==================== block 1
`src/rtl/upsp_pixel_serializer_if.sv`:
```
`default_nettype none
// ============================================================================
// Module   : upsp_pixel_serializer_if
// Brief    : Beat-in / pixel-stream-out handshake bundle for the serializer.
// Revision : 1.0  initial release
// ============================================================================
interface upsp_pixel_serializer_if #(
  parameter int BUFFER_WIDTH = 24
);
  logic [4*BUFFER_WIDTH-1:0] upsp_ac_wdata;
  logic                      upsp_ac_wvalid;
  logic                      ac_upsp_wready;
  logic [BUFFER_WIDTH-1:0]   m_axis_tdata;
  logic                      m_axis_tvalid;
  logic                      m_axis_tready;
  logic                      m_axis_tlast;
  logic                      m_axis_tuser;

  modport slave (
    input  upsp_ac_wdata, upsp_ac_wvalid, m_axis_tready,
    output ac_upsp_wready, m_axis_tdata, m_axis_tvalid, m_axis_tlast, m_axis_tuser
  );

  modport master (
    output upsp_ac_wdata, upsp_ac_wvalid, m_axis_tready,
    input  ac_upsp_wready, m_axis_tdata, m_axis_tvalid, m_axis_tlast, m_axis_tuser
  );
endinterface
`default_nettype wire

```
`src/rtl/upsp_pixel_serializer.sv`:
```
`default_nettype none
// ============================================================================
// Module   : upsp_pixel_serializer
// Brief    : 2-deep FIFO of 4-pixel beats, serialized to 1 pixel/cycle with
//            tuser (frame start) and tlast (end of line). Optional frame
//            counter enabled by defining UPSP_SER_FRAME_CNT_EN.
// Revision : 1.0  initial release
// ============================================================================
module upsp_pixel_serializer #(
  parameter int BUFFER_WIDTH = 24,
  parameter int DST_W        = 3840,
  parameter int DST_H        = 2160
) (
  input  logic                          clk,
  input  logic                          rst_n,
  upsp_pixel_serializer_if.slave        bus
`ifdef UPSP_SER_FRAME_CNT_EN
  ,
  output logic [15:0]                   frame_cnt
`endif
);

  localparam int COL_W = (DST_W > 1) ? $clog2(DST_W) : 1;
  localparam int ROW_W = (DST_H > 1) ? $clog2(DST_H) : 1;
  localparam logic [COL_W-1:0] c_col_last = COL_W'(DST_W - 1);
  localparam logic [ROW_W-1:0] c_row_last = ROW_W'(DST_H - 1);

  logic [4*BUFFER_WIDTH-1:0] mem_q [2];
  logic [4*BUFFER_WIDTH-1:0] mem_d [2];
  logic                      wr_ptr_q, wr_ptr_d;
  logic                      rd_ptr_q, rd_ptr_d;
  logic [1:0]                count_q, count_d;
  logic [1:0]                pix_idx_q, pix_idx_d;
  logic [COL_W-1:0]          col_q, col_d;
  logic [ROW_W-1:0]          row_q, row_d;

  logic                      w_wready;
  logic                      w_tvalid;
  logic                      w_push;
  logic                      w_pop_pix;
  logic                      w_pop_beat;
  logic                      w_last_col;
  logic                      w_last_row;
  logic [4*BUFFER_WIDTH-1:0] w_head;

`ifdef UPSP_SER_FRAME_CNT_EN
  logic [15:0]               frame_cnt_q, frame_cnt_d;
  assign frame_cnt = frame_cnt_q;
`endif

  // wready is gated by rst_n so it reads 0 throughout reset, never by tready.
  assign w_wready   = rst_n & (count_q != 2'd2);
  assign w_tvalid   = (count_q != 2'd0);
  assign w_push     = bus.upsp_ac_wvalid & w_wready;
  assign w_pop_pix  = w_tvalid & bus.m_axis_tready;
  assign w_pop_beat = w_pop_pix & (pix_idx_q == 2'd3);
  assign w_last_col = (col_q == c_col_last);
  assign w_last_row = (row_q == c_row_last);
  assign w_head     = mem_q[rd_ptr_q];

  assign bus.ac_upsp_wready = w_wready;
  assign bus.m_axis_tvalid  = w_tvalid;
  assign bus.m_axis_tdata   = w_tvalid ? w_head[pix_idx_q*BUFFER_WIDTH +: BUFFER_WIDTH]
                                       : '0;
  assign bus.m_axis_tlast   = w_last_col;
  assign bus.m_axis_tuser   = (row_q == '0) && (col_q == '0);

  always_comb begin
    mem_d     = mem_q;
    wr_ptr_d  = wr_ptr_q;
    rd_ptr_d  = rd_ptr_q;
    count_d   = count_q;
    pix_idx_d = pix_idx_q;
    col_d     = col_q;
    row_d     = row_q;
`ifdef UPSP_SER_FRAME_CNT_EN
    frame_cnt_d = frame_cnt_q;
`endif

    if (w_push) begin
      mem_d[wr_ptr_q] = bus.upsp_ac_wdata;
      wr_ptr_d        = ~wr_ptr_q;
    end
    if (w_pop_beat) begin
      rd_ptr_d = ~rd_ptr_q;
    end

    case ({w_push, w_pop_beat})
      2'b10:   count_d = count_q + 2'd1;
      2'b01:   count_d = count_q - 2'd1;
      default: count_d = count_q;
    endcase

    if (w_pop_pix) begin
      pix_idx_d = pix_idx_q + 2'd1;
      if (w_last_col) begin
        col_d = '0;
        if (w_last_row) begin
          row_d = '0;
`ifdef UPSP_SER_FRAME_CNT_EN
          frame_cnt_d = frame_cnt_q + 16'd1;
`endif
        end else begin
          row_d = row_q + ROW_W'(1);
        end
      end else begin
        col_d = col_q + COL_W'(1);
      end
    end
  end

  always_ff @(posedge clk) begin
    if (!rst_n) begin
      wr_ptr_q  <= 1'b0;
      rd_ptr_q  <= 1'b0;
      count_q   <= 2'd0;
      pix_idx_q <= 2'd0;
      col_q     <= '0;
      row_q     <= '0;
`ifdef UPSP_SER_FRAME_CNT_EN
      frame_cnt_q <= 16'd0;
`endif
    end else begin
      wr_ptr_q  <= wr_ptr_d;
      rd_ptr_q  <= rd_ptr_d;
      count_q   <= count_d;
      pix_idx_q <= pix_idx_d;
      col_q     <= col_d;
      row_q     <= row_d;
`ifdef UPSP_SER_FRAME_CNT_EN
      frame_cnt_q <= frame_cnt_d;
`endif
    end
  end

  // Storage needs no reset: tdata is forced to 0 whenever the FIFO is empty.
  always_ff @(posedge clk) begin
    mem_q <= mem_d;
  end

endmodule
`default_nettype wire

```
`src/flat_wrapper.sv`:
```
// flat-port wrapper written by rule: the top's interface ports become plain ports
module upsp_pixel_serializer_flat 
#(
  parameter int BUFFER_WIDTH = 24,
  parameter int DST_W        = 3840,
  parameter int DST_H        = 2160
)
  (clk, rst_n, bus_upsp_ac_wdata, bus_upsp_ac_wvalid, bus_m_axis_tready, bus_ac_upsp_wready, bus_m_axis_tdata, bus_m_axis_tvalid, bus_m_axis_tlast, bus_m_axis_tuser);
  upsp_pixel_serializer_if #(.BUFFER_WIDTH(BUFFER_WIDTH)) bus_i ();
  input  logic clk;
  input  logic rst_n;
  input wire logic [$bits(bus_i.upsp_ac_wdata)-1:0] bus_upsp_ac_wdata;
  input wire logic [$bits(bus_i.upsp_ac_wvalid)-1:0] bus_upsp_ac_wvalid;
  input wire logic [$bits(bus_i.m_axis_tready)-1:0] bus_m_axis_tready;
  output wire logic [$bits(bus_i.ac_upsp_wready)-1:0] bus_ac_upsp_wready;
  output wire logic [$bits(bus_i.m_axis_tdata)-1:0] bus_m_axis_tdata;
  output wire logic [$bits(bus_i.m_axis_tvalid)-1:0] bus_m_axis_tvalid;
  output wire logic [$bits(bus_i.m_axis_tlast)-1:0] bus_m_axis_tlast;
  output wire logic [$bits(bus_i.m_axis_tuser)-1:0] bus_m_axis_tuser;
  assign bus_i.upsp_ac_wdata = bus_upsp_ac_wdata;
  assign bus_i.upsp_ac_wvalid = bus_upsp_ac_wvalid;
  assign bus_i.m_axis_tready = bus_m_axis_tready;
  assign bus_ac_upsp_wready = bus_i.ac_upsp_wready;
  assign bus_m_axis_tdata = bus_i.m_axis_tdata;
  assign bus_m_axis_tvalid = bus_i.m_axis_tvalid;
  assign bus_m_axis_tlast = bus_i.m_axis_tlast;
  assign bus_m_axis_tuser = bus_i.m_axis_tuser;
  upsp_pixel_serializer #(.BUFFER_WIDTH(BUFFER_WIDTH), .DST_W(DST_W), .DST_H(DST_H)) u_core (.clk(clk), .rst_n(rst_n), .bus(bus_i));
endmodule
```
`config.mk`:
```
export PLATFORM = sky130hd
export DESIGN_NAME = upsp_pixel_serializer_flat
export DESIGN_NICKNAME = d
export VERILOG_FILES = /design/src/rtl/upsp_pixel_serializer_if.sv /design/src/rtl/upsp_pixel_serializer.sv /design/src/flat_wrapper.sv
export SDC_FILE = /design/constraint.sdc
export NUM_CORES = 1
export LEC_CHECK = 0
export ABC_AREA = 1
export CORE_MARGIN = 8
export CORE_UTILIZATION = 51
export CTS_BUF_LIST = sky130_fd_sc_hd__clkbuf_4
export CTS_CLUSTER_SIZE = 10
export DETAILED_ROUTE_END_ITERATION = 6
export GPL_ROUTABILITY_DRIVEN = 0
export PLACE_DENSITY = 0.88
export SLEW_MARGIN = 10
export SYNTH_ARGS = -nofsm -noshare
export SYNTH_HDL_FRONTEND = slang
export SYNTH_SLANG_ARGS = --single-unit
```
`constraint.sdc`:
```
create_clock -name clk -period 6.45 [get_ports clk]
set_input_delay 1.29 -clock clk [delete_from_list [all_inputs] [get_ports clk]]
set_output_delay 1.29 -clock clk [all_outputs]
set_load 0.005 [all_outputs]
```
Block 1, PDN straps and rails:
Scale bar: 50 um. Pins as bars on the die edge.
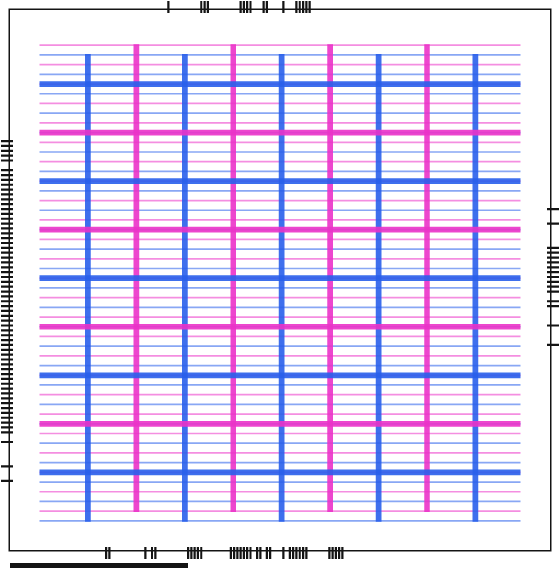
legend:
  VSS:
    colour: blue
  VDD:
    colour: magenta
rows: 49
met5 straps: 9
met1 rails: 50
signal pins: 128
Max VDD drop: 164 uV
Die Span Y: 151 um
Die W: 151 um
Placeable Area: 18000 sq um

Block 1, cell classes on the final placement:
Scale bar: 50 um.
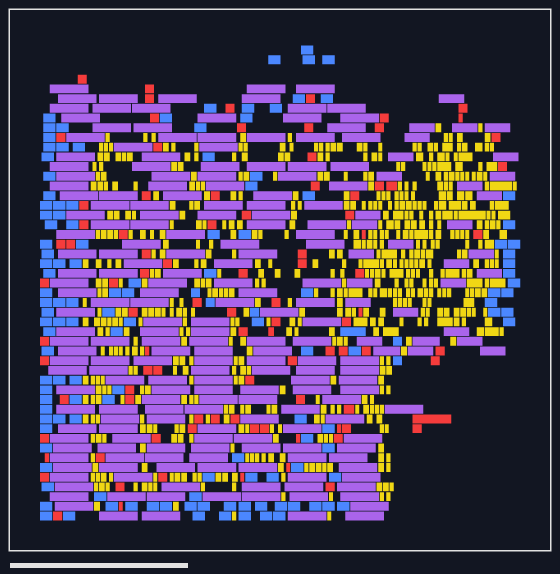
legend:
  all other logic:
    colour: yellow
    cells: 593
    share_of_their_area: 25%
  clock drivers and dummy loads:
    colour: red
    cells: 92
    share_of_their_area: 6.1%
  flip-flops:
    colour: purple
    cells: 222
    share_of_their_area: 57%
  other buffers and delay cells:
    colour: blue
    cells: 133
    share_of_their_area: 12%

Block 1, routed clock nets over the placement:
Scale bar: 50 um.
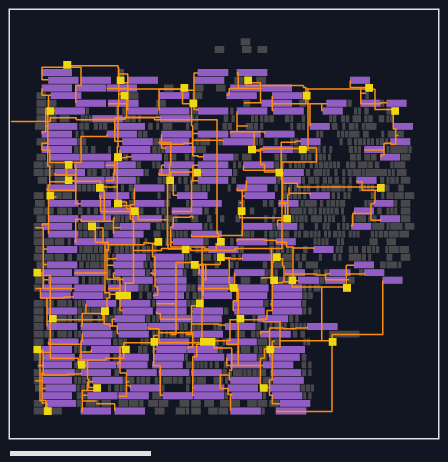
legend:
  flip-flops:
    colour: purple
    count: 222
  cells driving clock nets:
    colour: yellow
    count: 54
  clock wires:
    colour: orange
    length: 2870 um
routed clock nets: 55
clk pwr: 1.14 mW
Fin Clk Skew: 0.0698 ns
clock network power share: 37.7%
Clock Latency Late Sink: 0.70 ns

==> impl_metrics.env <==
# source this file to load flow results
export IMPL_cts_hold_buf=0
export IMPL_crit_top_cell="o21ai_0"
export IMPL_crit_cells=6
export IMPL_cts_made_buffers=54
export IMPL_whs_path_depth=1
export IMPL_simple_gate_area_share_pct=15.6
export IMPL_track_usage_pct=19.6
export IMPL_switching_power_mw=0.701
export IMPL_initCoreUtil_pct=52.0
export IMPL_die_area_sq_um=22900
export IMPL_reg2reg_to="u_core.mem_q[55]"
export IMPL_adder_share_pct=0.804
export IMPL_crit_path_start_kind="register"
export IMPL_synth_area_yosys_sq_um=9340
export IMPL_status="finished, final reports clean"
## layout make-up
| class | instances | area, sq um |
|---|---|---|
| Fill cell | 1306 | 6570 |
| Sequential cell | 222 | 6370 |
| Inverter | 40 | 155 |
| Tap cell | 229 | 287 |
| Timing Repair Buffer | 133 | 1330 |
| Clock buffer | 78 | 586 |
| Clock inverter | 14 | 90.1 |
| Multi-Input combinational cell | 553 | 2570 |
| Antenna cell | 1 | 2.50 |
## per-layer routing
| layer | routed length, um | share of wire (%) | GRT usage, % | up-vias |
|---|---|---|---|---|
| li1 | - | - | - | 3275 |
| met1 | 7980 | 36 | 22.2 | 3221 |
| met2 | 11400 | 51 | 33.8 | 358 |
| met3 | 2400 | 11 | 5.95 | 52 |
| met4 | 573 | 2.6 | 8.41 | 2 |
| met5 | 13 | 0.058 | 0 | - |
## worst reg2reg max path, stage by stage (launching register included)
cell and delay, ns:
dfxtp_1 0.38, inv_1 0.09, a21oi_2 0.14, nand2_1 0.21, nor2_4 0.59, buf_4 0.69
## flip-flops by register name, summed over array words and instances, names as in the netlist
register	cells
u_core.col_q	12
u_core.count_q	2
u_core.mem_q	192
u_core.pix_idx_q	2
u_core.rd_ptr_q	1
u_core.row_q	12
u_core.wr_ptr_q	1

==================== block 2
**src/rtl/serial_sub_pkg.sv**
```systemverilog
// Shared types and helpers for the bit-serial subtractor.
// The optional borrow-in port is controlled by SERIAL_SUB_BORROW_IN_EN.
package serial_sub_pkg;

  typedef enum logic {
    IDLE = 1'b0,
    RUN  = 1'b1
  } state_t;

  // Bit-counter width; floored at 1 so the counter always exists.
  function automatic int cnt_width(input int width);
    return (width > 1) ? $clog2(width) : 1;
  endfunction

endpackage

```
**src/rtl/full_subtractor.sv**
```systemverilog
// Single-bit full subtractor: d = a - b - bin, with borrow-out.
module full_subtractor (
  input  logic a,
  input  logic b,
  input  logic bin,
  output logic d,
  output logic bout
);

  assign d    = a ^ b ^ bin;
  assign bout = (~a & b) | (~(a ^ b) & bin);

endmodule

```
**src/rtl/serial_subtractor.sv**
```systemverilog
// Bit-serial unsigned subtractor, LSB first, one bit per clock.
// Defining SERIAL_SUB_BORROW_IN_EN adds a borrow-in port sampled with start.
//
// state | meaning
// IDLE  | waiting for start; diff/borrow hold the last result
// RUN   | shifting one bit per clock through the full subtractor
module serial_subtractor
  import serial_sub_pkg::*;
#(
  parameter int WIDTH = 8
) (
  input  logic             clk,
  input  logic             rst,
  input  logic             start,
`ifdef SERIAL_SUB_BORROW_IN_EN
  input  logic             bin,
`endif
  input  logic [WIDTH-1:0] a,
  input  logic [WIDTH-1:0] b,
  output logic             busy,
  output logic             done,
  output logic [WIDTH-1:0] diff,
  output logic             borrow
);

  localparam int CNT_W = cnt_width(WIDTH);

  state_t             state_q;
  state_t             state_d;
  logic [WIDTH-1:0]   a_sr;
  logic [WIDTH-1:0]   b_sr;
  logic [WIDTH-2:0]   r_sr;
  logic [WIDTH-1:0]   res_next;
  logic [CNT_W-1:0]   cnt;
  logic               br;
  logic               br_seed;
  logic               d_bit;
  logic               bout_bit;
  logic               last_bit;

`ifdef SERIAL_SUB_BORROW_IN_EN
  assign br_seed = bin;
`else
  assign br_seed = 1'b0;
`endif

  full_subtractor u_fsub (
    .a    (a_sr[0]),
    .b    (b_sr[0]),
    .bin  (br),
    .d    (d_bit),
    .bout (bout_bit)
  );

  assign last_bit = (cnt == CNT_W'(WIDTH - 1));
  // Newest bit enters at the MSB; on the last bit this is the full result.
  assign res_next = {d_bit, r_sr};

  always_ff @(posedge clk) begin
    if (rst) state_q <= IDLE;
    else     state_q <= state_d;
  end

  always_comb begin
    state_d = state_q;
    case (state_q)
      IDLE:    if (start) state_d = RUN;
      RUN:     if (last_bit) state_d = IDLE;
      default: state_d = IDLE;
    endcase
  end

  always_comb begin
    busy = (state_q == RUN);
  end

  always_ff @(posedge clk) begin
    if (rst) begin
      a_sr   <= '0;
      b_sr   <= '0;
      r_sr   <= '0;
      br     <= 1'b0;
      cnt    <= '0;
      diff   <= '0;
      borrow <= 1'b0;
      done   <= 1'b0;
    end else begin
      done <= 1'b0;
      if (state_q == IDLE) begin
        if (start) begin
          a_sr <= a;
          b_sr <= b;
          br   <= br_seed;
          cnt  <= '0;
        end
      end else begin
        a_sr <= {1'b0, a_sr[WIDTH-1:1]};
        b_sr <= {1'b0, b_sr[WIDTH-1:1]};
        r_sr <= res_next[WIDTH-1:1];
        br   <= bout_bit;
        if (last_bit) begin
          cnt    <= '0;
          diff   <= res_next;
          borrow <= bout_bit;
          done   <= 1'b1;
        end else begin
          cnt <= cnt + CNT_W'(1);
        end
      end
    end
  end

endmodule

```
**config.mk**
```make
export PLATFORM = sky130hd
export DESIGN_NAME = serial_subtractor
export DESIGN_NICKNAME = d
export VERILOG_FILES = /design/src/rtl/serial_sub_pkg.sv /design/src/rtl/full_subtractor.sv /design/src/rtl/serial_subtractor.sv
export SDC_FILE = /design/constraint.sdc
export NUM_CORES = 1
export LEC_CHECK = 0
export ABC_AREA = 1
export ABC_CLOCK_PERIOD_IN_PS = 2710
export CAP_MARGIN = 25
export CORE_MARGIN = 2
export CORE_UTILIZATION = 55
export DETAILED_ROUTE_END_ITERATION = 6
export HOLD_SLACK_MARGIN = 0.15
export PLACE_DENSITY = 0.95
export REMOVE_ABC_BUFFERS = 1
export SETUP_SLACK_MARGIN = 0.1
export SLEW_MARGIN = 20
export SYNTH_ARGS = -nofsm -noshare
export SYNTH_HDL_FRONTEND = slang
export SYNTH_HIERARCHICAL = 1
export SYNTH_SLANG_ARGS = --single-unit
export TNS_END_PERCENT = 10
```
**constraint.sdc**
```tcl
create_clock -name clk -period 2.71 [get_ports clk]
set_input_delay 0.4065 -clock clk [delete_from_list [all_inputs] [get_ports clk]]
set_output_delay 0.4065 -clock clk [all_outputs]
set_load 0.05 [all_outputs]
```
Block 2, PDN straps and rails:
Scale bar: 20 um. Pins as bars on the die edge.
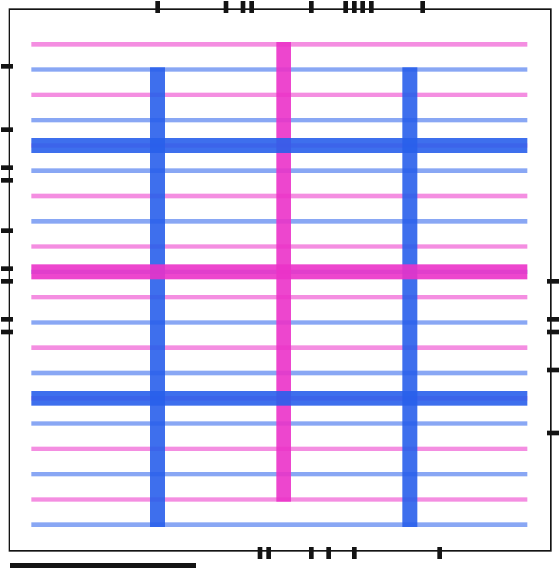
legend:
  VSS:
    colour: blue
  VDD:
    colour: magenta
signal pins: 30
met5 straps: 3
met1 rails: 20
Placeable Area: 2760 sq um
Die Span Y: 58.1 um
Max VDD drop: 432 uV

==> impl_metrics.env <==
# source this file to load flow results
export IMPL_syn2layout_area_growth_pct=19.9
export IMPL_top_cells_by_area="dfxtp_1 (47%), nand2_1 (12%), nand3_1 (9.0%)"
export IMPL_place_hpwl_um=1960
export IMPL_diodes=0
export IMPL_layout_top_cell="nand2_1"
export IMPL_synth_cell_types=20
export IMPL_critPathLaunch="busy"
export IMPL_stdcell_area_sq_um=1930
export IMPL_finClkSkew_ns=0.0132
export IMPL_port_buffer_count=29
export IMPL_nNetsFinal=263
export IMPL_drive_gt1_share_pct=5.39
export IMPL_cts_sinks=38
export IMPL_crit_path_start_kind="register"
export IMPL_dr_pass1_iters=4
export IMPL_whs_path_depth=2
export IMPL_cts_tree="done"
export IMPL_cpMaxStageDelayCell="clkdlybuf4s50_1"
export IMPL_r2r_slack_ns=1.17
export IMPL_switching_power_mw=0.257
export IMPL_placed_cell_area_sq_um=1870
export IMPL_warning_count=26
export IMPL_relSlewSlack_pct=48.4
export IMPL_route_detailed_drc=0
export IMPL_fp_row_count=19
export IMPL_wl_met1_um=1340
export IMPL_h_tree_depth=2
export IMPL_routed_wl_met3_um=139
export IMPL_fin_ws_ns=0.790
export IMPL_vias=1375
export IMPL_crit_type="register to primary output"
export IMPL_critPathMaxStageDelay_ns=0.81
export IMPL_cap_violations=0
export IMPL_totalPowerFinal_mw=1.01
export IMPL_utilization_pct=70.0
export IMPL_die_area_sq_um=3370
export IMPL_grt_pass1_vias=1184
export IMPL_pwr_share_comb_pct=11.7
export IMPL_cp_required_ns=2.30
export IMPL_final_setup_viol_count=0
export IMPL_syn_inst=211
export IMPL_grt_ovfl_total=0
export IMPL_topRoutingLayerUsed="met4"
export IMPL_swShare_pct=25.4
export IMPL_powerDensity_nw_per_um2=524
export IMPL_cts_buffer_depth=2
export IMPL_met3_usage_pct=6.92
export IMPL_crit_end="busy"
export IMPL_crit_family="buffers and inverters"
export IMPL_status="finished, final reports clean"
export IMPL_worstRegToRegCells=6
export IMPL_routed_via_density=5.06
export IMPL_fin_crit_sh_pct=70.8
export IMPL_ys_cells=211
export IMPL_drv_slew=0
export IMPL_cts_made_buffers=5
export IMPL_top_usage_layer="met2"
export IMPL_fp_dieW_um=58.1
export IMPL_hold_slack_ns=0.471
export IMPL_track_usage_pct=20.3
export IMPL_synth_flops=38
export IMPL_dp_slack_ns=0.762
export IMPL_whs_endpoint="a_sr[7]"
export IMPL_top_cell_area_share_pct=47.3
## registers in the layout, summed over array words and instances (netlist names)
name,count
a_sr,8
b_sr,8
diff,8
r_sr,7
cnt,3
borrow,1
br,1
busy,1
done,1
## power by group through the flow
stage,combinational [mW],sequential (mW),clock (mW)
floorplan,0.0572,0.608,0
global placement,0.115,0.599,0
detailed placement,0.117,0.599,0
CTS,0.119,0.587,0.309
global route,0.134,0.590,0.334
finish,0.119,0.587,0.307
## cell families (layout without fill, tap and decap cells)
| family | count (synthesis) | after routing | share of synthesized area, % |
|---|---|---|---|
| DFF | 38 | 38 | 47.3 |
| and+or+nand+nor | 109 | 109 | 29.9 |
| adders and majority gates | 4 | 4 | 3.58 |
| buffers and inverters | 38 | 68 | 12.0 |
| AOI/OAI and AO/OA | 22 | 22 | 7.23 |
## cell usage after synthesis (all sizes together)
library cell / n
clkinv: 1
nor3: 1
a21oi: 5
nand2: 55
buf: 9
fa: 1
ha: 3
o22ai: 5
dfxtp: 38
inv: 28
o21ai: 12
nor2: 24
nand3: 29
## cell type report
type,count,area (sq um)
fill,211,828
sequential,38,761
multi-input combinational,135,656
timing repair buffer,31,305
inverter,29,109
clock buffer,7,55.1
tap,31,38.8
clock inverter,1,5.00

==================== block 3
Block 3, PDN straps and rails:
Scale bar: 20 um. Pins as bars on the die edge.
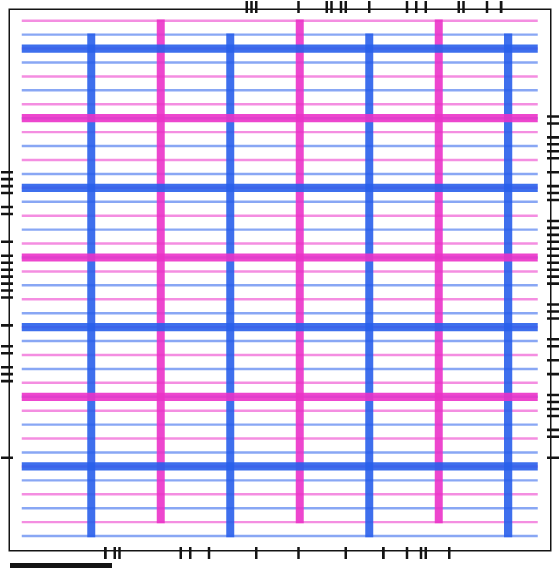
===== config.mk =====
export PLATFORM = sky130hd
export DESIGN_NAME = hammer_mc_s
export DESIGN_NICKNAME = d
export VERILOG_FILES = /design/src/rtl/hammer_pkg.sv /design/src/rtl/hamming_lane_s.sv /design/src/rtl/hammer_mc_s.sv
export SDC_FILE = /design/constraint.sdc
export NUM_CORES = 1
export LEC_CHECK = 0
export CAP_MARGIN = 30
export CORE_MARGIN = 2
export CORE_UTILIZATION = 62
export CTS_BUF_LIST = sky130_fd_sc_hd__clkbuf_4 sky130_fd_sc_hd__clkbuf_8
export CTS_CLUSTER_DIAMETER = 200
export CTS_CLUSTER_SIZE = 14
export DETAILED_ROUTE_END_ITERATION = 8
export GPL_TIMING_DRIVEN = 0
export HOLD_SLACK_MARGIN = 0.05
export MAX_ROUTING_LAYER = met4
export PLACE_DENSITY = 0.95
export REMOVE_ABC_BUFFERS = 1
export SYNTH_ARGS = -nofsm -noshare
export SYNTH_HDL_FRONTEND = slang
export SYNTH_SLANG_ARGS = --single-unit

===== constraint.sdc =====
create_clock -name clk -period 5.14 [get_ports clk]
set_input_delay 0.771 -clock clk [delete_from_list [all_inputs] [get_ports clk]]
set_output_delay 0.771 -clock clk [all_outputs]
set_load 0.005 [all_outputs]

===== src/rtl/hammer_pkg.sv =====
// Shared definitions for the multi-channel Hamming(7,4) serial link.
// Holds the codeword geometry, the controller state type and the
// encode/syndrome helpers used by every lane.
// Codeword vectors are stored with bit i-1 holding codeword position i,
// so bit 0 is position 1 (p1), the first bit on the line.
package hammer_pkg;

    localparam int unsigned CW_LEN = 7;
    localparam int unsigned POS_W  = 3;

    typedef enum logic [1:0] {
        StIdle,
        StShift,
        StCheck
    } state_e;

    // Positions 1..7 = p1 p2 d0 p4 d1 d2 d3
    function automatic logic [CW_LEN-1:0] encode(input logic [3:0] d);
        logic [CW_LEN-1:0] cw;
        cw[0] = d[0] ^ d[1] ^ d[3];
        cw[1] = d[0] ^ d[2] ^ d[3];
        cw[2] = d[0];
        cw[3] = d[1] ^ d[2] ^ d[3];
        cw[4] = d[1];
        cw[5] = d[2];
        cw[6] = d[3];
        return cw;
    endfunction

    // Returns {s4, s2, s1}; a nonzero value names the flipped position
    function automatic logic [POS_W-1:0] syndrome(input logic [CW_LEN-1:0] cw);
        logic s1, s2, s4;
        s1 = cw[0] ^ cw[2] ^ cw[4] ^ cw[6];
        s2 = cw[1] ^ cw[2] ^ cw[5] ^ cw[6];
        s4 = cw[3] ^ cw[4] ^ cw[5] ^ cw[6];
        return {s4, s2, s1};
    endfunction

endpackage


===== src/rtl/hamming_lane_s.sv =====
// One lane of the Hamming(7,4) serial link.
// Encodes a nibble on load, shifts the codeword out one bit per shift
// strobe through an optional single-bit error injector into a receive
// register, then corrects/decodes on the check strobe and maintains a
// saturating count of corrected words.
// Ports:
//   clk, rst     clock, synchronous active-low reset
//   load         capture in_nib codeword and err_pos
//   shift        move one codeword bit across the line
//   check        correct received codeword, update outputs and counter
//   bit_cnt      index of the bit being shifted (position bit_cnt+1)
//   in_nib       lane data nibble (d3..d0)
//   err_pos      position to flip on the line, 0 = none
//   out_nib      corrected nibble, held between checks
//   out_err      last checked word had a nonzero syndrome
//   err_cnt      saturating count of corrected words
module hamming_lane_s
    import hammer_pkg::*;
#(
    parameter int unsigned CNT_W = 8
) (
    input  logic             clk,
    input  logic             rst,
    input  logic             load,
    input  logic             shift,
    input  logic             check,
    input  logic [POS_W-1:0] bit_cnt,
    input  logic [3:0]       in_nib,
    input  logic [POS_W-1:0] err_pos,
    output logic [3:0]       out_nib,
    output logic             out_err,
    output logic [CNT_W-1:0] err_cnt
);

    localparam logic [CNT_W-1:0] CntMax = {CNT_W{1'b1}};

    logic [CW_LEN-1:0] tx_q;
    logic [CW_LEN-1:0] rx_q;
    logic [POS_W-1:0]  pos_q;
    logic [3:0]        out_nib_q;
    logic              out_err_q;
    logic [CNT_W-1:0]  cnt_q;

    logic              line_bit;
    logic [POS_W-1:0]  syn;
    logic [CW_LEN-1:0] fixed;

    // bit_cnt+1 is never 0, so err_pos == 0 never injects
    assign line_bit = tx_q[0] ^ (pos_q == (bit_cnt + 3'd1));

    always_comb begin
        syn   = syndrome(rx_q);
        fixed = rx_q;
        for (int i = 0; i < CW_LEN; i++) begin
            if (syn == POS_W'(i + 1)) begin
                fixed[i] = ~rx_q[i];
            end
        end
    end

    always_ff @(posedge clk) begin
        if (!rst) begin
            tx_q      <= '0;
            rx_q      <= '0;
            pos_q     <= '0;
            out_nib_q <= '0;
            out_err_q <= 1'b0;
            cnt_q     <= '0;
        end else begin
            if (load) begin
                tx_q  <= encode(in_nib);
                pos_q <= err_pos;
            end else if (shift) begin
                // Transmit LSB first; receive fills from the top so that
                // after seven shifts position 1 lands in bit 0
                tx_q <= {1'b0, tx_q[CW_LEN-1:1]};
                rx_q <= {line_bit, rx_q[CW_LEN-1:1]};
            end
            if (check) begin
                out_nib_q <= {fixed[6], fixed[5], fixed[4], fixed[2]};
                out_err_q <= (syn != '0);
                if ((syn != '0) && (cnt_q != CntMax)) begin
                    cnt_q <= cnt_q + 1'b1;
                end
            end
        end
    end

    assign out_nib = out_nib_q;
    assign out_err = out_err_q;
    assign err_cnt = cnt_q;

endmodule


===== src/rtl/hammer_mc_s.sv =====
// Multi-channel Hamming(7,4) serial link with error injection and
// single-error correction. Accepts an NCH x 4-bit word, sends each lane
// over its own 1-bit line (7 cycles), corrects and returns the word with
// per-lane error flags and saturating error counters. 1 word / 9 cycles.
// Ports:
//   clk, rst    clock, synchronous active-low reset
//   in_data     NCH nibbles, lane k = in_data[4k+3:4k]
//   in_valid    word offered; must be held until in_ready
//   in_ready    controller idle and able to accept
//   err_pos     NCH 3-bit injection positions, 0 = none
//   out_data    corrected word, held between updates
//   out_valid   one-cycle pulse when out_data/out_err update
//   out_err     per-lane corrected flag
//   err_cnt     per-lane saturating corrected-word counters
module hammer_mc_s
    import hammer_pkg::*;
#(
    parameter int unsigned NCH   = 4,
    parameter int unsigned CNT_W = 8
) (
    input  logic                 clk,
    input  logic                 rst,
    input  logic [NCH*4-1:0]     in_data,
    input  logic                 in_valid,
    output logic                 in_ready,
    input  logic [NCH*3-1:0]     err_pos,
    output logic [NCH*4-1:0]     out_data,
    output logic                 out_valid,
    output logic [NCH-1:0]       out_err,
    output logic [NCH*CNT_W-1:0] err_cnt
);

    localparam logic [POS_W-1:0] LastBit = POS_W'(CW_LEN - 1);

    state_e           state_q, state_d;
    logic [POS_W-1:0] bit_cnt_q, bit_cnt_d;
    logic             out_valid_q;
    logic             load, shift, check;

    always_comb begin
        state_d   = state_q;
        bit_cnt_d = bit_cnt_q;
        in_ready  = 1'b0;
        load      = 1'b0;
        shift     = 1'b0;
        check     = 1'b0;
        case (state_q)
            StIdle: begin
                in_ready = 1'b1;
                if (in_valid) begin
                    load      = 1'b1;
                    state_d   = StShift;
                    bit_cnt_d = '0;
                end
            end
            StShift: begin
                shift = 1'b1;
                if (bit_cnt_q == LastBit) begin
                    state_d   = StCheck;
                    bit_cnt_d = '0;
                end else begin
                    bit_cnt_d = bit_cnt_q + 1'b1;
                end
            end
            StCheck: begin
                check   = 1'b1;
                state_d = StIdle;
            end
            default: begin
                state_d = StIdle;
            end
        endcase
    end

    always_ff @(posedge clk) begin
        if (!rst) begin
            state_q     <= StIdle;
            bit_cnt_q   <= '0;
            out_valid_q <= 1'b0;
        end else begin
            state_q     <= state_d;
            bit_cnt_q   <= bit_cnt_d;
            out_valid_q <= check;
        end
    end

    assign out_valid = out_valid_q;

    for (genvar k = 0; k < NCH; k++) begin : g_lane
        hamming_lane_s #(
            .CNT_W(CNT_W)
        ) u_lane (
            .clk     (clk),
            .rst     (rst),
            .load    (load),
            .shift   (shift),
            .check   (check),
            .bit_cnt (bit_cnt_q),
            .in_nib  (in_data[4*k +: 4]),
            .err_pos (err_pos[3*k +: 3]),
            .out_nib (out_data[4*k +: 4]),
            .out_err (out_err[k]),
            .err_cnt (err_cnt[CNT_W*k +: CNT_W])
        );
    end

endmodule

==> impl_metrics.env <==
# source this file to load flow results
export IMPL_status="finished, final reports clean"
export IMPL_path_clk_slew_ns=0.08
export IMPL_cap_violations=0
export IMPL_whs_path_depth=2
export IMPL_route_detailed_drc=0
export IMPL_relSlewSlack_pct=32.5
export IMPL_leakage_nw=2.61
export IMPL_timing_rr_start="state_q[1]"
export IMPL_clock_latency_late_pin_ns=0.45
export IMPL_aoi_share_pct=17.5
export IMPL_top_cell_area_share_pct=39.5
export IMPL_fin_ws_ns=2.57
export IMPL_initCoreUtil_pct=62.9
export IMPL_nNetsFinal=866
export IMPL_vias=5944
About 'PDN straps and rails' of block 3:
legend:
  VSS:
    colour: blue
  VDD:
    colour: magenta
met4 straps: 7
met1 rails: 38
met5 straps: 7
rows: 37
Placeable Area: 10100 sq um
Die Span Y: 105 um
Max VDD drop: 187 uV

==> critical path, cell delays in order (launching register included) <==
cell      delay (ns)
dfxtp_1         0.43
nor2b_4         0.80
o211a_1         0.27
a211oi_1        0.04
buf_2           0.23
or4_1           0.52
a21oi_1         0.17
==> layer usage <==
| metal | wire (um) | track usage, % | up-vias | share of wire [%] |
|---|---|---|---|---|
| met5 | 0 | - | - | 0 |
| met4 | 355 | 9.90 | 0 | 2.3 |
| met3 | 922 | 5.38 | 45 | 5.9 |
| met2 | 8020 | 50.5 | 238 | 52 |
| met1 | 6230 | 33.6 | 2847 | 40 |
| li1 | - | - | 2814 | - |
==> power groups by stage <==
| stage | combinational (mW) | sequential (mW) | clock [mW] |
|---|---|---|---|
| finish | 0.256 | 1.04 | 0.911 |
| global route | 0.281 | 1.04 | 0.954 |
| CTS | 0.249 | 1.04 | 0.912 |
| detailed placement | 0.242 | 1.06 | 0 |
| global placement | 0.224 | 1.05 | 0 |
| floorplan | 0.161 | 1.05 | 0 |
==> final cells by class <==
class	count	area (sq um)
Multi-Input combinational cell	593	3560
Inverter	3	13.8
Tap cell	136	170
Timing Repair Buffer	88	916
Sequential cell	126	2520
Clock buffer	19	255
Fill cell	649	2540
Clock inverter	13	166

==================== block 4
Block 4, PDN straps and rails:
Scale bar: 50 um. Pins as bars on the die edge.
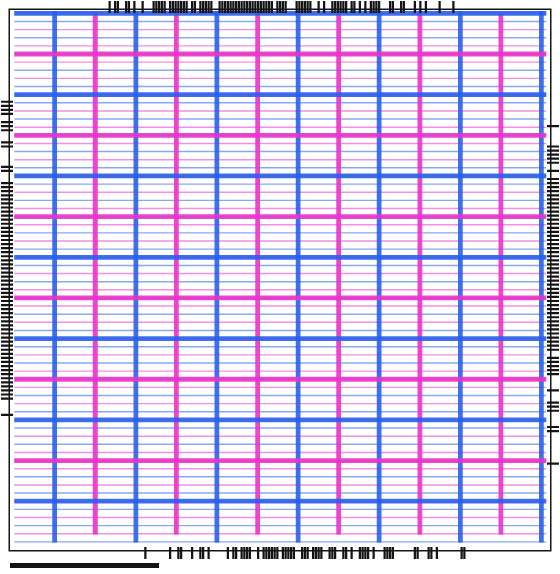
Block 4, cell classes on the final placement:
Scale bar: 50 um.
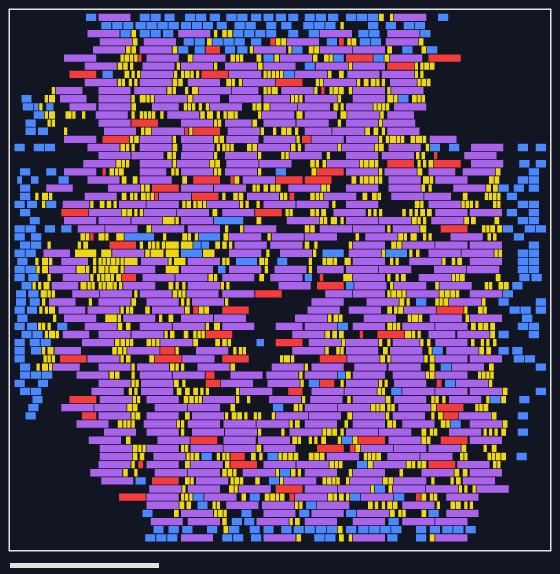
<file path="src/rtl/fetch_stage.sv">
// fetch_stage: fetch PC register, single-outstanding I$ requester
// and in-order fetch queue feeding decode.
module fetch_stage #(
    parameter int                 PC_BITS     = 32,
    parameter int                 INSTR_BITS  = 32,
    parameter logic [PC_BITS-1:0] RESET_PC    = '0,
    parameter int                 QUEUE_DEPTH = 4
) (
    input  logic                  clk,
    input  logic                  rst_n,
    input  logic                  must_flush,
    input  logic [PC_BITS-1:0]    correct_pc,
    output logic [PC_BITS-1:0]    pred_pc,
    input  logic [PC_BITS-1:0]    pred_next_pc,
    input  logic                  pred_taken,
    output logic                  icache_req,
    output logic [PC_BITS-1:0]    icache_addr,
    input  logic                  icache_valid,
    input  logic [INSTR_BITS-1:0] icache_data,
    output logic                  valid_o,
    input  logic                  ready_i,
    output logic [INSTR_BITS-1:0] instr_o,
    output logic [PC_BITS-1:0]    pc_o,
    output logic                  taken_o,
    output logic [PC_BITS-1:0]    next_pc_o
);

    localparam int PTR_W = $clog2(QUEUE_DEPTH);
    localparam int CNT_W = PTR_W + 1;
    localparam logic [CNT_W-1:0] FULL = CNT_W'(QUEUE_DEPTH);

    typedef enum logic [1:0] {S_REQ, S_WAIT, S_DROP} state_t;

    typedef struct packed {
        logic [INSTR_BITS-1:0] instr;
        logic [PC_BITS-1:0]    pc;
        logic                  taken;
        logic [PC_BITS-1:0]    npc;
    } entry_t;

    state_t             state_q;
    state_t             state_d;
    logic [PC_BITS-1:0] fetch_pc;
    logic [PTR_W-1:0]   head;
    logic [PTR_W-1:0]   tail;
    logic [CNT_W-1:0]   count;
    entry_t             mem [QUEUE_DEPTH];
    entry_t             head_e;
    logic               can_req;
    logic               push;
    logic               pop;

    assign pred_pc     = fetch_pc;
    assign icache_addr = fetch_pc;
    assign valid_o     = (count != '0);
    assign head_e      = mem[head];

    // A request needs a free slot so the response always fits.
    assign can_req = rst_n && (state_q == S_REQ) && !must_flush
                     && (count < FULL);
    assign push    = (state_q == S_WAIT) && icache_valid && !must_flush;
    assign pop     = valid_o && ready_i;

    // Control state and fetch PC; a flush always wins the PC.
    always_ff @(posedge clk or negedge rst_n) begin
        if (!rst_n) begin
            state_q  <= S_REQ;
            fetch_pc <= RESET_PC;
        end else begin
            state_q <= state_d;
            if (must_flush)
                fetch_pc <= correct_pc;
            else if (push)
                fetch_pc <= pred_next_pc;
        end
    end

    // Next state: a flush with a response still owed parks in DROP.
    always_comb begin
        state_d = state_q;
        unique case (state_q)
            S_REQ: begin
                if (can_req)
                    state_d = S_WAIT;
            end
            S_WAIT: begin
                if (must_flush)
                    state_d = icache_valid ? S_REQ : S_DROP;
                else if (icache_valid)
                    state_d = S_REQ;
            end
            S_DROP: begin
                if (icache_valid)
                    state_d = S_REQ;
            end
            default: state_d = S_REQ;
        endcase
    end

    // Request strobe is only raised from REQ with space available.
    always_comb begin
        icache_req = can_req;
    end

    // Queue pointers and occupancy; flush empties the queue.
    always_ff @(posedge clk or negedge rst_n) begin
        if (!rst_n) begin
            head  <= '0;
            tail  <= '0;
            count <= '0;
        end else if (must_flush) begin
            head  <= '0;
            tail  <= '0;
            count <= '0;
        end else begin
            if (push)
                tail <= tail + 1'b1;
            if (pop)
                head <= head + 1'b1;
            case ({push, pop})
                2'b10:   count <= count + 1'b1;
                2'b01:   count <= count - 1'b1;
                default: count <= count;
            endcase
        end
    end

    // Queue storage: fetched word tagged with PC and prediction.
    always_ff @(posedge clk) begin
        if (push)
            mem[tail] <= '{instr: icache_data, pc: fetch_pc,
                           taken: pred_taken, npc: pred_next_pc};
    end

    // Head fields read as zero while the queue is empty.
    always_comb begin
        instr_o   = '0;
        pc_o      = '0;
        taken_o   = 1'b0;
        next_pc_o = '0;
        if (valid_o) begin
            instr_o   = head_e.instr;
            pc_o      = head_e.pc;
            taken_o   = head_e.taken;
            next_pc_o = head_e.npc;
        end
    end

endmodule

</file>
<file path="config.mk">
export PLATFORM = sky130hd
export DESIGN_NAME = fetch_stage
export DESIGN_NICKNAME = d
export VERILOG_FILES = /design/src/rtl/fetch_stage.sv
export SDC_FILE = /design/constraint.sdc
export NUM_CORES = 1
export LEC_CHECK = 0
export ABC_AREA = 1
export CAP_MARGIN = 10
export CORE_UTILIZATION = 54
export CTS_CLUSTER_SIZE = 24
export DETAILED_ROUTE_END_ITERATION = 16
export PLACE_DENSITY = 0.85
export SLEW_MARGIN = 20
export SYNTH_ARGS = -nofsm -noshare
export SYNTH_HDL_FRONTEND = slang
export SYNTH_SLANG_ARGS = --single-unit
</file>
<file path="constraint.sdc">
create_clock -name clk -period 7 [get_ports clk]
set_input_delay 1.4 -clock clk [delete_from_list [all_inputs] [get_ports clk]]
set_output_delay 1.4 -clock clk [all_outputs]
set_load 0.01 [all_outputs]
</file>
==> impl_metrics.env <==
# source this file to load flow results
export IMPL_status="finished, final reports clean"
export IMPL_grt_pass1_wl_um=62700
export IMPL_seqPwrFrac_pct=40.6
export IMPL_worstRegToRegCells=5
export IMPL_totalPowerFinal_mw=7.44
export IMPL_diodes=1
export IMPL_ys_cells=1425
export IMPL_n_all_inverters=17
export IMPL_cts_hold_buf=0
export IMPL_xor_area_share_pct=0.0508
export IMPL_wl_met1_um=16500
export IMPL_internal_power_mw=5.15
export IMPL_r2r_slack_ns=4.61
export IMPL_drt_iter0_drc=1461
export IMPL_fin_cells=2061
export IMPL_timing_rr_start="state_q[1]"
export IMPL_powerComb_mw=2.30
export IMPL_adder_share_pct=0.407
export IMPL_die_area_sq_um=32600
export IMPL_avgRoutedWirePerCell_um=20.1
export IMPL_simple_gate_area_share_pct=11.6
export IMPL_fin_ws_ns=1.61
export IMPL_top_usage_layer="met2"
export IMPL_route_detailed_drc=0
export IMPL_dr_pass1_iters=6
export IMPL_flop_count=429
export IMPL_aoi_share_pct=9.84
## Picture notes: 'PDN straps and rails' of block 4
legend:
  VSS:
    colour: blue
  VDD:
    colour: magenta
rows: 65
met5 straps: 13

## Picture notes: 'cell classes on the final placement' of block 4
legend:
  flip-flops:
    colour: purple
    cells: 429
    share_of_their_area: 61%
  all other logic:
    colour: yellow
    cells: 876
    share_of_their_area: 19%
  clock drivers and dummy loads:
    colour: red
    cells: 73
    share_of_their_area: 6.3%
  other buffers and delay cells:
    colour: blue
    cells: 280
    share_of_their_area: 14%
sequential cell area share: 59.7%
Post-Route Utilization: 67.5%
cell area after layout: 21200 sq um
Placeable Area: 31500 sq um
# rows: 65

==> synthesized netlist by cell type <==
cell / count / area [sq um]
nor2_1: 428 / 1610
nor2_2: 3 / 18.8
nand2_1: 84 / 315
nand3b_1: 1 / 7.51
clkbuf_2: 11 / 55.1
inv_2: 3 / 11.3
clkbuf_1: 31 / 116
nand3_1: 2 / 10.0
nor3_1: 1 / 5.00
a31oi_1: 32 / 200
fa_1: 1 / 20.0
inv_1: 12 / 45.0
inv_4: 2 / 12.5
buf_2: 20 / 100
o21ai_1: 101 / 505
nand3_2: 1 / 10.0
a21oi_2: 1 / 8.76
dfrtp_1: 41 / 1030
o21ai_0: 96 / 480
nand2_2: 2 / 12.5
buf_1: 1 / 3.75
xor2_1: 1 / 8.76
buf_6: 3 / 33.8
edfxtp_1: 388 / 11700
buf_4: 54 / 405
nor3b_2: 1 / 12.5
a21oi_1: 100 / 500
ha_1: 4 / 50.1
==> worst max-delay path, stage by stage (launching register included) <==
cell and delay, ns:
dfrtp_4 0.63, buf_16 0.29, inv_6 0.74, buf_4 0.59, o21ai_0 0.22, a21oi_1 0.27
clkdlybuf4s50_1 0.59

==================== block 5
Block 5, PDN straps and rails:
Scale bar: 20 um. Pins as bars on the die edge.
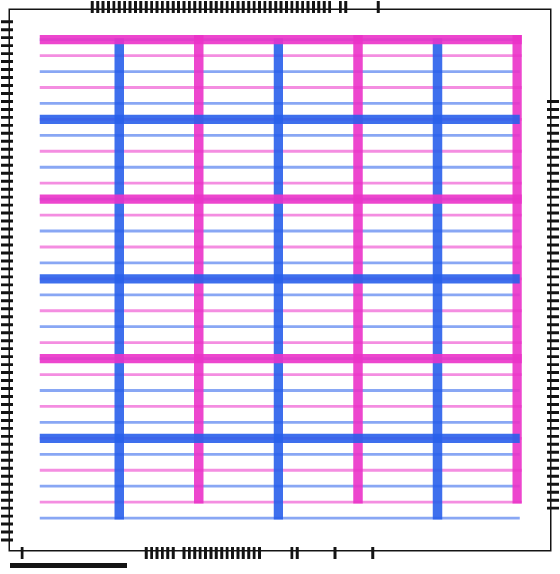
Block 5, cell classes on the final placement:
Scale bar: 20 um.
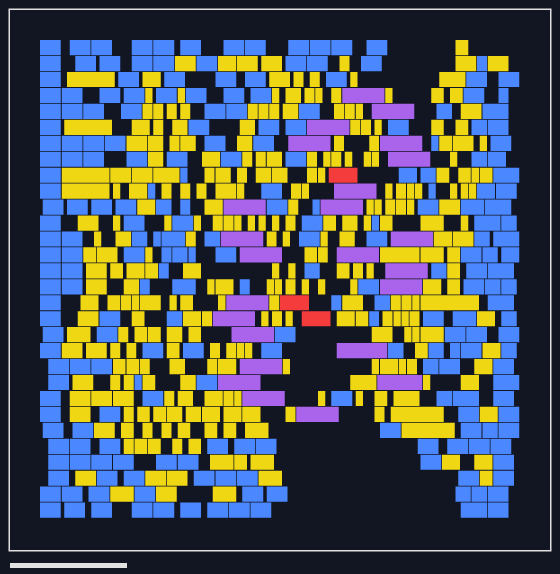
[config.mk]
export PLATFORM = sky130hd
export DESIGN_NAME = reg_xfer_sequencer
export DESIGN_NICKNAME = d
export VERILOG_FILES = /design/src/rtl/reg_xfer_sequencer.sv
export SDC_FILE = /design/constraint.sdc
export NUM_CORES = 1
export LEC_CHECK = 0
export ABC_CLOCK_PERIOD_IN_PS = 2800
export CAP_MARGIN = 20
export CORE_MARGIN = 5
export CORE_UTILIZATION = 38
export DETAILED_ROUTE_END_ITERATION = 6
export GPL_TIMING_DRIVEN = 0
export PLACE_DENSITY = 0.89
export SYNTH_ARGS = -nofsm -noshare
export SYNTH_HDL_FRONTEND = slang
export SYNTH_SLANG_ARGS = --single-unit
[constraint.sdc]
create_clock -name clk -period 2.8 [get_ports clk]
set_input_delay 0.56 -clock clk [delete_from_list [all_inputs] [get_ports clk]]
set_output_delay 0.56 -clock clk [all_outputs]
set_load 0.005 [all_outputs]
[src/rtl/reg_xfer_sequencer.sv]
// Byte-serial transfers between the 8-bit CPU data bus and a bank of 16-bit byte-lane-writable registers.
// Optional build macro REG_XFER_ZEXT_EN: narrow loads with zext write 16'h00xx to both lanes.
module reg_xfer_sequencer #(
   parameter int NREG  = 8,
   parameter int SEL_W = 3
) (
   input  logic                 clk,
   input  logic                 reset,
   input  logic                 cpu_en,
   input  logic                 start,
   input  logic                 dir,
   input  logic [SEL_W-1:0]     sel,
   input  logic                 wide,
   input  logic                 hi_first,
   input  logic                 zext,
   input  logic [16*NREG-1:0]   reg_rdata,
   output logic [15:0]          reg_wdata,
   output logic [2*NREG-1:0]    reg_write,
   output logic                 bus_req,
   input  logic                 bus_ack,
   output logic                 bus_byte,
   input  logic [7:0]           bus_rdata,
   output logic [7:0]           bus_wdata,
   output logic                 busy,
   output logic                 done
);

   typedef enum logic [1:0] {IDLE, XFER0, XFER1, DONE} state_t;

   state_t           state, state_nxt;
   logic [SEL_W-1:0] sel_q;
   logic             dir_q;
   logic             wide_q;
   logic             hi_first_q;   // already qualified by wide
   logic [15:0]      hold;
   logic [15:0]      snap;
   logic             lane;
   logic [1:0]       lanes;
   logic             in_xfer;

`ifdef REG_XFER_ZEXT_EN
   logic zext_q;

   always_ff @(posedge clk) begin
      if (reset)
         zext_q <= 1'b0;
      else if (cpu_en && state == IDLE && start)
         zext_q <= zext;
   end
`else
   logic unused_zext;
   assign unused_zext = zext;
`endif

   // Out-of-range selects snapshot zero, so stores of a missing register drive 0x00.
   always_comb begin
      snap = '0;
      for (int i = 0; i < NREG; i++)
         if (sel == SEL_W'(i)) snap = reg_rdata[16*i +: 16];
   end

   always_ff @(posedge clk) begin
      if (reset) begin
         state      <= IDLE;
         sel_q      <= '0;
         dir_q      <= 1'b0;
         wide_q     <= 1'b0;
         hi_first_q <= 1'b0;
         hold       <= '0;
      end else if (cpu_en) begin
         state <= state_nxt;
         if (state == IDLE && start) begin
            sel_q      <= sel;
            dir_q      <= dir;
            wide_q     <= wide;
            hi_first_q <= hi_first & wide;
            hold       <= dir ? snap : 16'h0000;
         end
      end
   end

   // Only consulted when cpu_en is high, so bus_ack here is already qualified.
   always_comb begin
      state_nxt = state;
      case (state)
         IDLE:    if (start) state_nxt = XFER0;
         XFER0:   if (bus_ack) state_nxt = wide_q ? XFER1 : DONE;
         XFER1:   if (bus_ack) state_nxt = DONE;
         DONE:    state_nxt = IDLE;
         default: state_nxt = IDLE;
      endcase
   end

   always_comb begin
      reg_wdata = '0;
      reg_write = '0;
      bus_req   = 1'b0;
      bus_byte  = 1'b0;
      bus_wdata = '0;
      lanes     = 2'b00;
      in_xfer   = (state == XFER0) || (state == XFER1);
      lane      = (state == XFER1) ? ~hi_first_q : hi_first_q;
      // Outputs are forced quiet while reset is held so an aborted load never strobes.
      if (!reset && in_xfer) begin
         bus_req  = 1'b1;
         bus_byte = lane;
         if (dir_q) begin
            bus_wdata = lane ? hold[15:8] : hold[7:0];
         end else begin
            reg_wdata = {bus_rdata, bus_rdata};
            lanes     = lane ? 2'b10 : 2'b01;
`ifdef REG_XFER_ZEXT_EN
            if (!wide_q && zext_q) begin
               reg_wdata = {8'h00, bus_rdata};
               lanes     = 2'b11;
            end
`endif
            if (bus_ack && cpu_en)
               for (int i = 0; i < NREG; i++)
                  if (sel_q == SEL_W'(i)) reg_write[2*i +: 2] = lanes;
         end
      end
      busy = !reset && (state != IDLE);
      done = !reset && (state == DONE);
   end

endmodule

==> impl_metrics.env <==
# source this file to load flow results
export IMPL_status="finished, final reports clean"
export IMPL_crit_type="register to primary output"
export IMPL_most_common_cell="nand2_1"
export IMPL_cts_buffer_depth=2
export IMPL_totalPowerFinal_mw=1.17
export IMPL_synth_nets=499
export IMPL_top_cell_area_share_pct=18.8
export IMPL_path_max_fanout=4
export IMPL_place_hpwl_um=8960
export IMPL_h_tree_depth=1
export IMPL_synth_area_yosys_sq_um=2560
export IMPL_synth_cell_types=45
export IMPL_cp_cell_sequence="inv_2 > ha_4 > nor3b_4 > buf_6 > nand4_1 > nor3_2 > clkdlybuf4s50_1"
export IMPL_path_clk_slew_ns=0.08
export IMPL_num_fill_cells=527
export IMPL_powerDensity_nw_per_um2=242
export IMPL_nNetsFinal=705
export IMPL_cts_resized=27
export IMPL_synth_async_reset_ratio_pct=0
export IMPL_drt_wl_total_um=10900
export IMPL_routed_wl_met3_um=969
export IMPL_cap_violations=0
export IMPL_crit_buf_inv=3
export IMPL_fin_crit_sh_pct=98.4
export IMPL_top_cells_by_area="dfxtp_1 (19%), mux2i_1 (11%), nand2_1 (8.1%)"
export IMPL_grt_pass1_vias=3470
export IMPL_dp_cells=616
export IMPL_synth_flops=24
export IMPL_layout_top_cell="clkdlybuf4s50_1"
export IMPL_dp_slack_ns=-0.417
export IMPL_syn2layout_area_growth_pct=88.2
export IMPL_antenna_left=0
export IMPL_arrival_ns=2.20
export IMPL_crit_path_start_kind="register"
export IMPL_hold_slack_ns=0.458
export IMPL_cp_required_ns=2.24
export IMPL_setup_tns_ns=0
export IMPL_rsz0062_at_grt="yes"
export IMPL_end_kind="primary output"
export IMPL_cts_sinks=24
export IMPL_synth_warnings=0
export IMPL_final_cell_mix="clkdlybuf4s50_1 (172), nand2_1 (54), mux2i_1 (27), buf_4 (26), dfxtp_1 (22)"
export IMPL_cts_tree="done"
export IMPL_aoi_share_pct=23.1
export IMPL_max_freq_ghz=0.363
export IMPL_worstHoldPathType="register to register"
export IMPL_dr_wl_met2_um=5580
export IMPL_synthMuxAreaShare_pct=17.1
export IMPL_postSynthSeqShare_pct=18.8
export IMPL_ir_worst_vdd_uv=226
export IMPL_drive_gt1_share_pct=15.2
export IMPL_relSlewSlack_pct=65.0
export IMPL_final_setup_viol_count=0
export IMPL_top_area_cell="dfxtp_1"
export IMPL_synthTopLogicFamily="simple AND/OR/NAND/NOR gates"
export IMPL_route_detailed_drc=0
export IMPL_crit_family="buffers and inverters"
export IMPL_syn_inst=347
export IMPL_diodes=0
export IMPL_root_buffer="clkbuf_8"
export IMPL_synth_edff_count=0
export IMPL_topRoutingLayerUsed="met4"
export IMPL_chipHeight_um=92.1
export IMPL_routed_via_density=5.46
export IMPL_combGateArea_sq_um=1960
export IMPL_cts_setup_buffers=7
export IMPL_tightestPinTransition_ns=0.525
export IMPL_warning_count=32
export IMPL_track_usage_pct=23.5
Notes on 'PDN straps and rails' of block 5 above:
legend:
  VDD:
    colour: magenta
  VSS:
    colour: blue
rows: 30
met4 straps: 6

Notes on 'cell classes on the final placement' of block 5 above:
legend:
  flip-flops:
    colour: purple
    cells: 24
    share_of_their_area: 10%
  other buffers and delay cells:
    colour: blue
    cells: 236
    share_of_their_area: 47%
  cells driving clock nets:
    colour: red
    cells: 3
    share_of_their_area: 0.87%
  all other logic:
    colour: yellow
    cells: 288
    share_of_their_area: 42%
sequential cell area share: 10.1%
Post-Route Utilization: 72.2%
Placeable Area: 6680 sq um
cell area after layout: 4820 sq um

-- per-layer routing --
layer,track usage (%),vias up
li1,-,1663
met1,25.3,1591
met2,44.8,170
met3,5.09,20
met4,8.29,0
met5,0,-
-- sequential cells by signal, indices dropped and copies added, names as in the netlist --
signal / flops
hi_first_q: 1
sel_q: 3
dir_q: 1
wide_q: 1
hold: 16
state: 2
-- where the power goes --
part / leakage (nW) / switching, mW / internal [mW]
logic: 1.76 / 0.227 / 0.362
registers: 0.196 / 0.0124 / 0.359
clock network: 0.0216 / 0.112 / 0.0965
total: 1.98 / 0.352 / 0.817
-- final timing paths --
| check | slack [ns] | start | cells past startpoint | to |
|---|---|---|---|---|
| worst max-delay path | 0.04 | state[0] | 7 | reg_write[8] |
| worst min-delay path | 0.46 | hold[14] | 2 | hold[14] |
| worst max register to register | 1.20 | state[0] | 6 | hold[2] |
| worst min register to register | 0.46 | hold[14] | 2 | hold[14] |
-- layout make-up --
class	instances	share of cell area, %
Inverter	5	0.389
Buffer	35	4.57
Timing Repair Buffer	201	41.4
Tap cell	80	2.08
Clock buffer	3	0.856
Multi-Input combinational cell	283	40.6
Sequential cell	24	10.1


## Gallery

Routed clock nets over the placement.
(a)
Scale bar: 20 um.
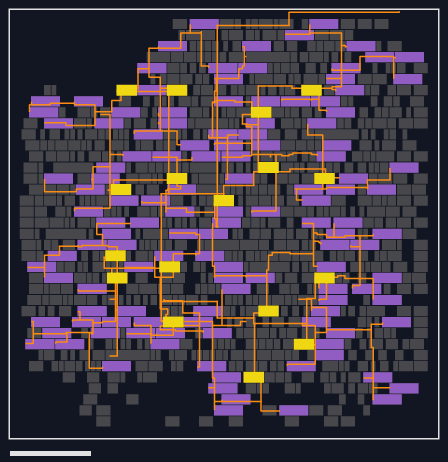
(b)
Scale bar: 20 um.
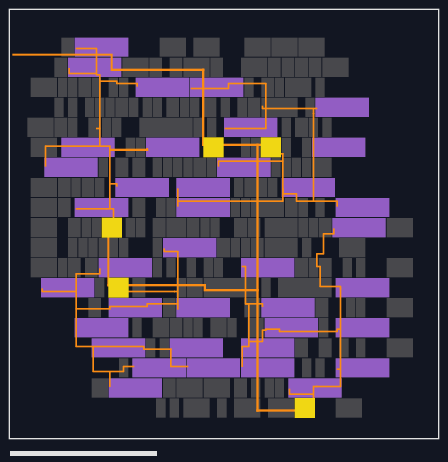
(c)
Scale bar: 20 um.
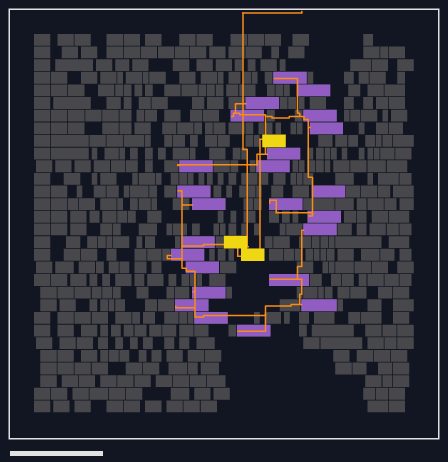
(d)
Scale bar: 50 um.
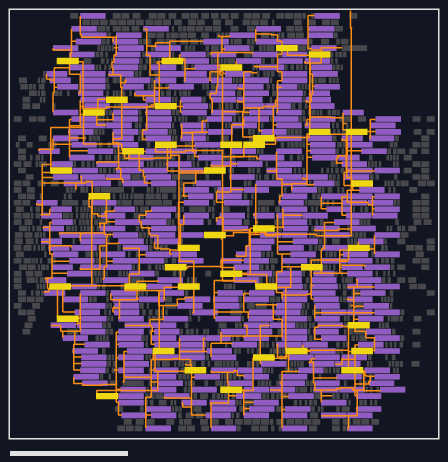
| picture | from |
|---|---|
| (b) | block 2 |
| (a) | block 3 |
| (c) | block 5 |
| (d) | block 4 |
Of these, largest die: (d)
Of these, most sequential cells: (d)

Key to (c):
legend:
  clock wires:
    colour: orange
    length: 338 um
  flip-flops:
    colour: purple
    count: 24
  cells driving clock nets:
    colour: yellow
    count: 3
routed clock nets: 4

No activity file was given, so power comes from the tool's default toggle rates.
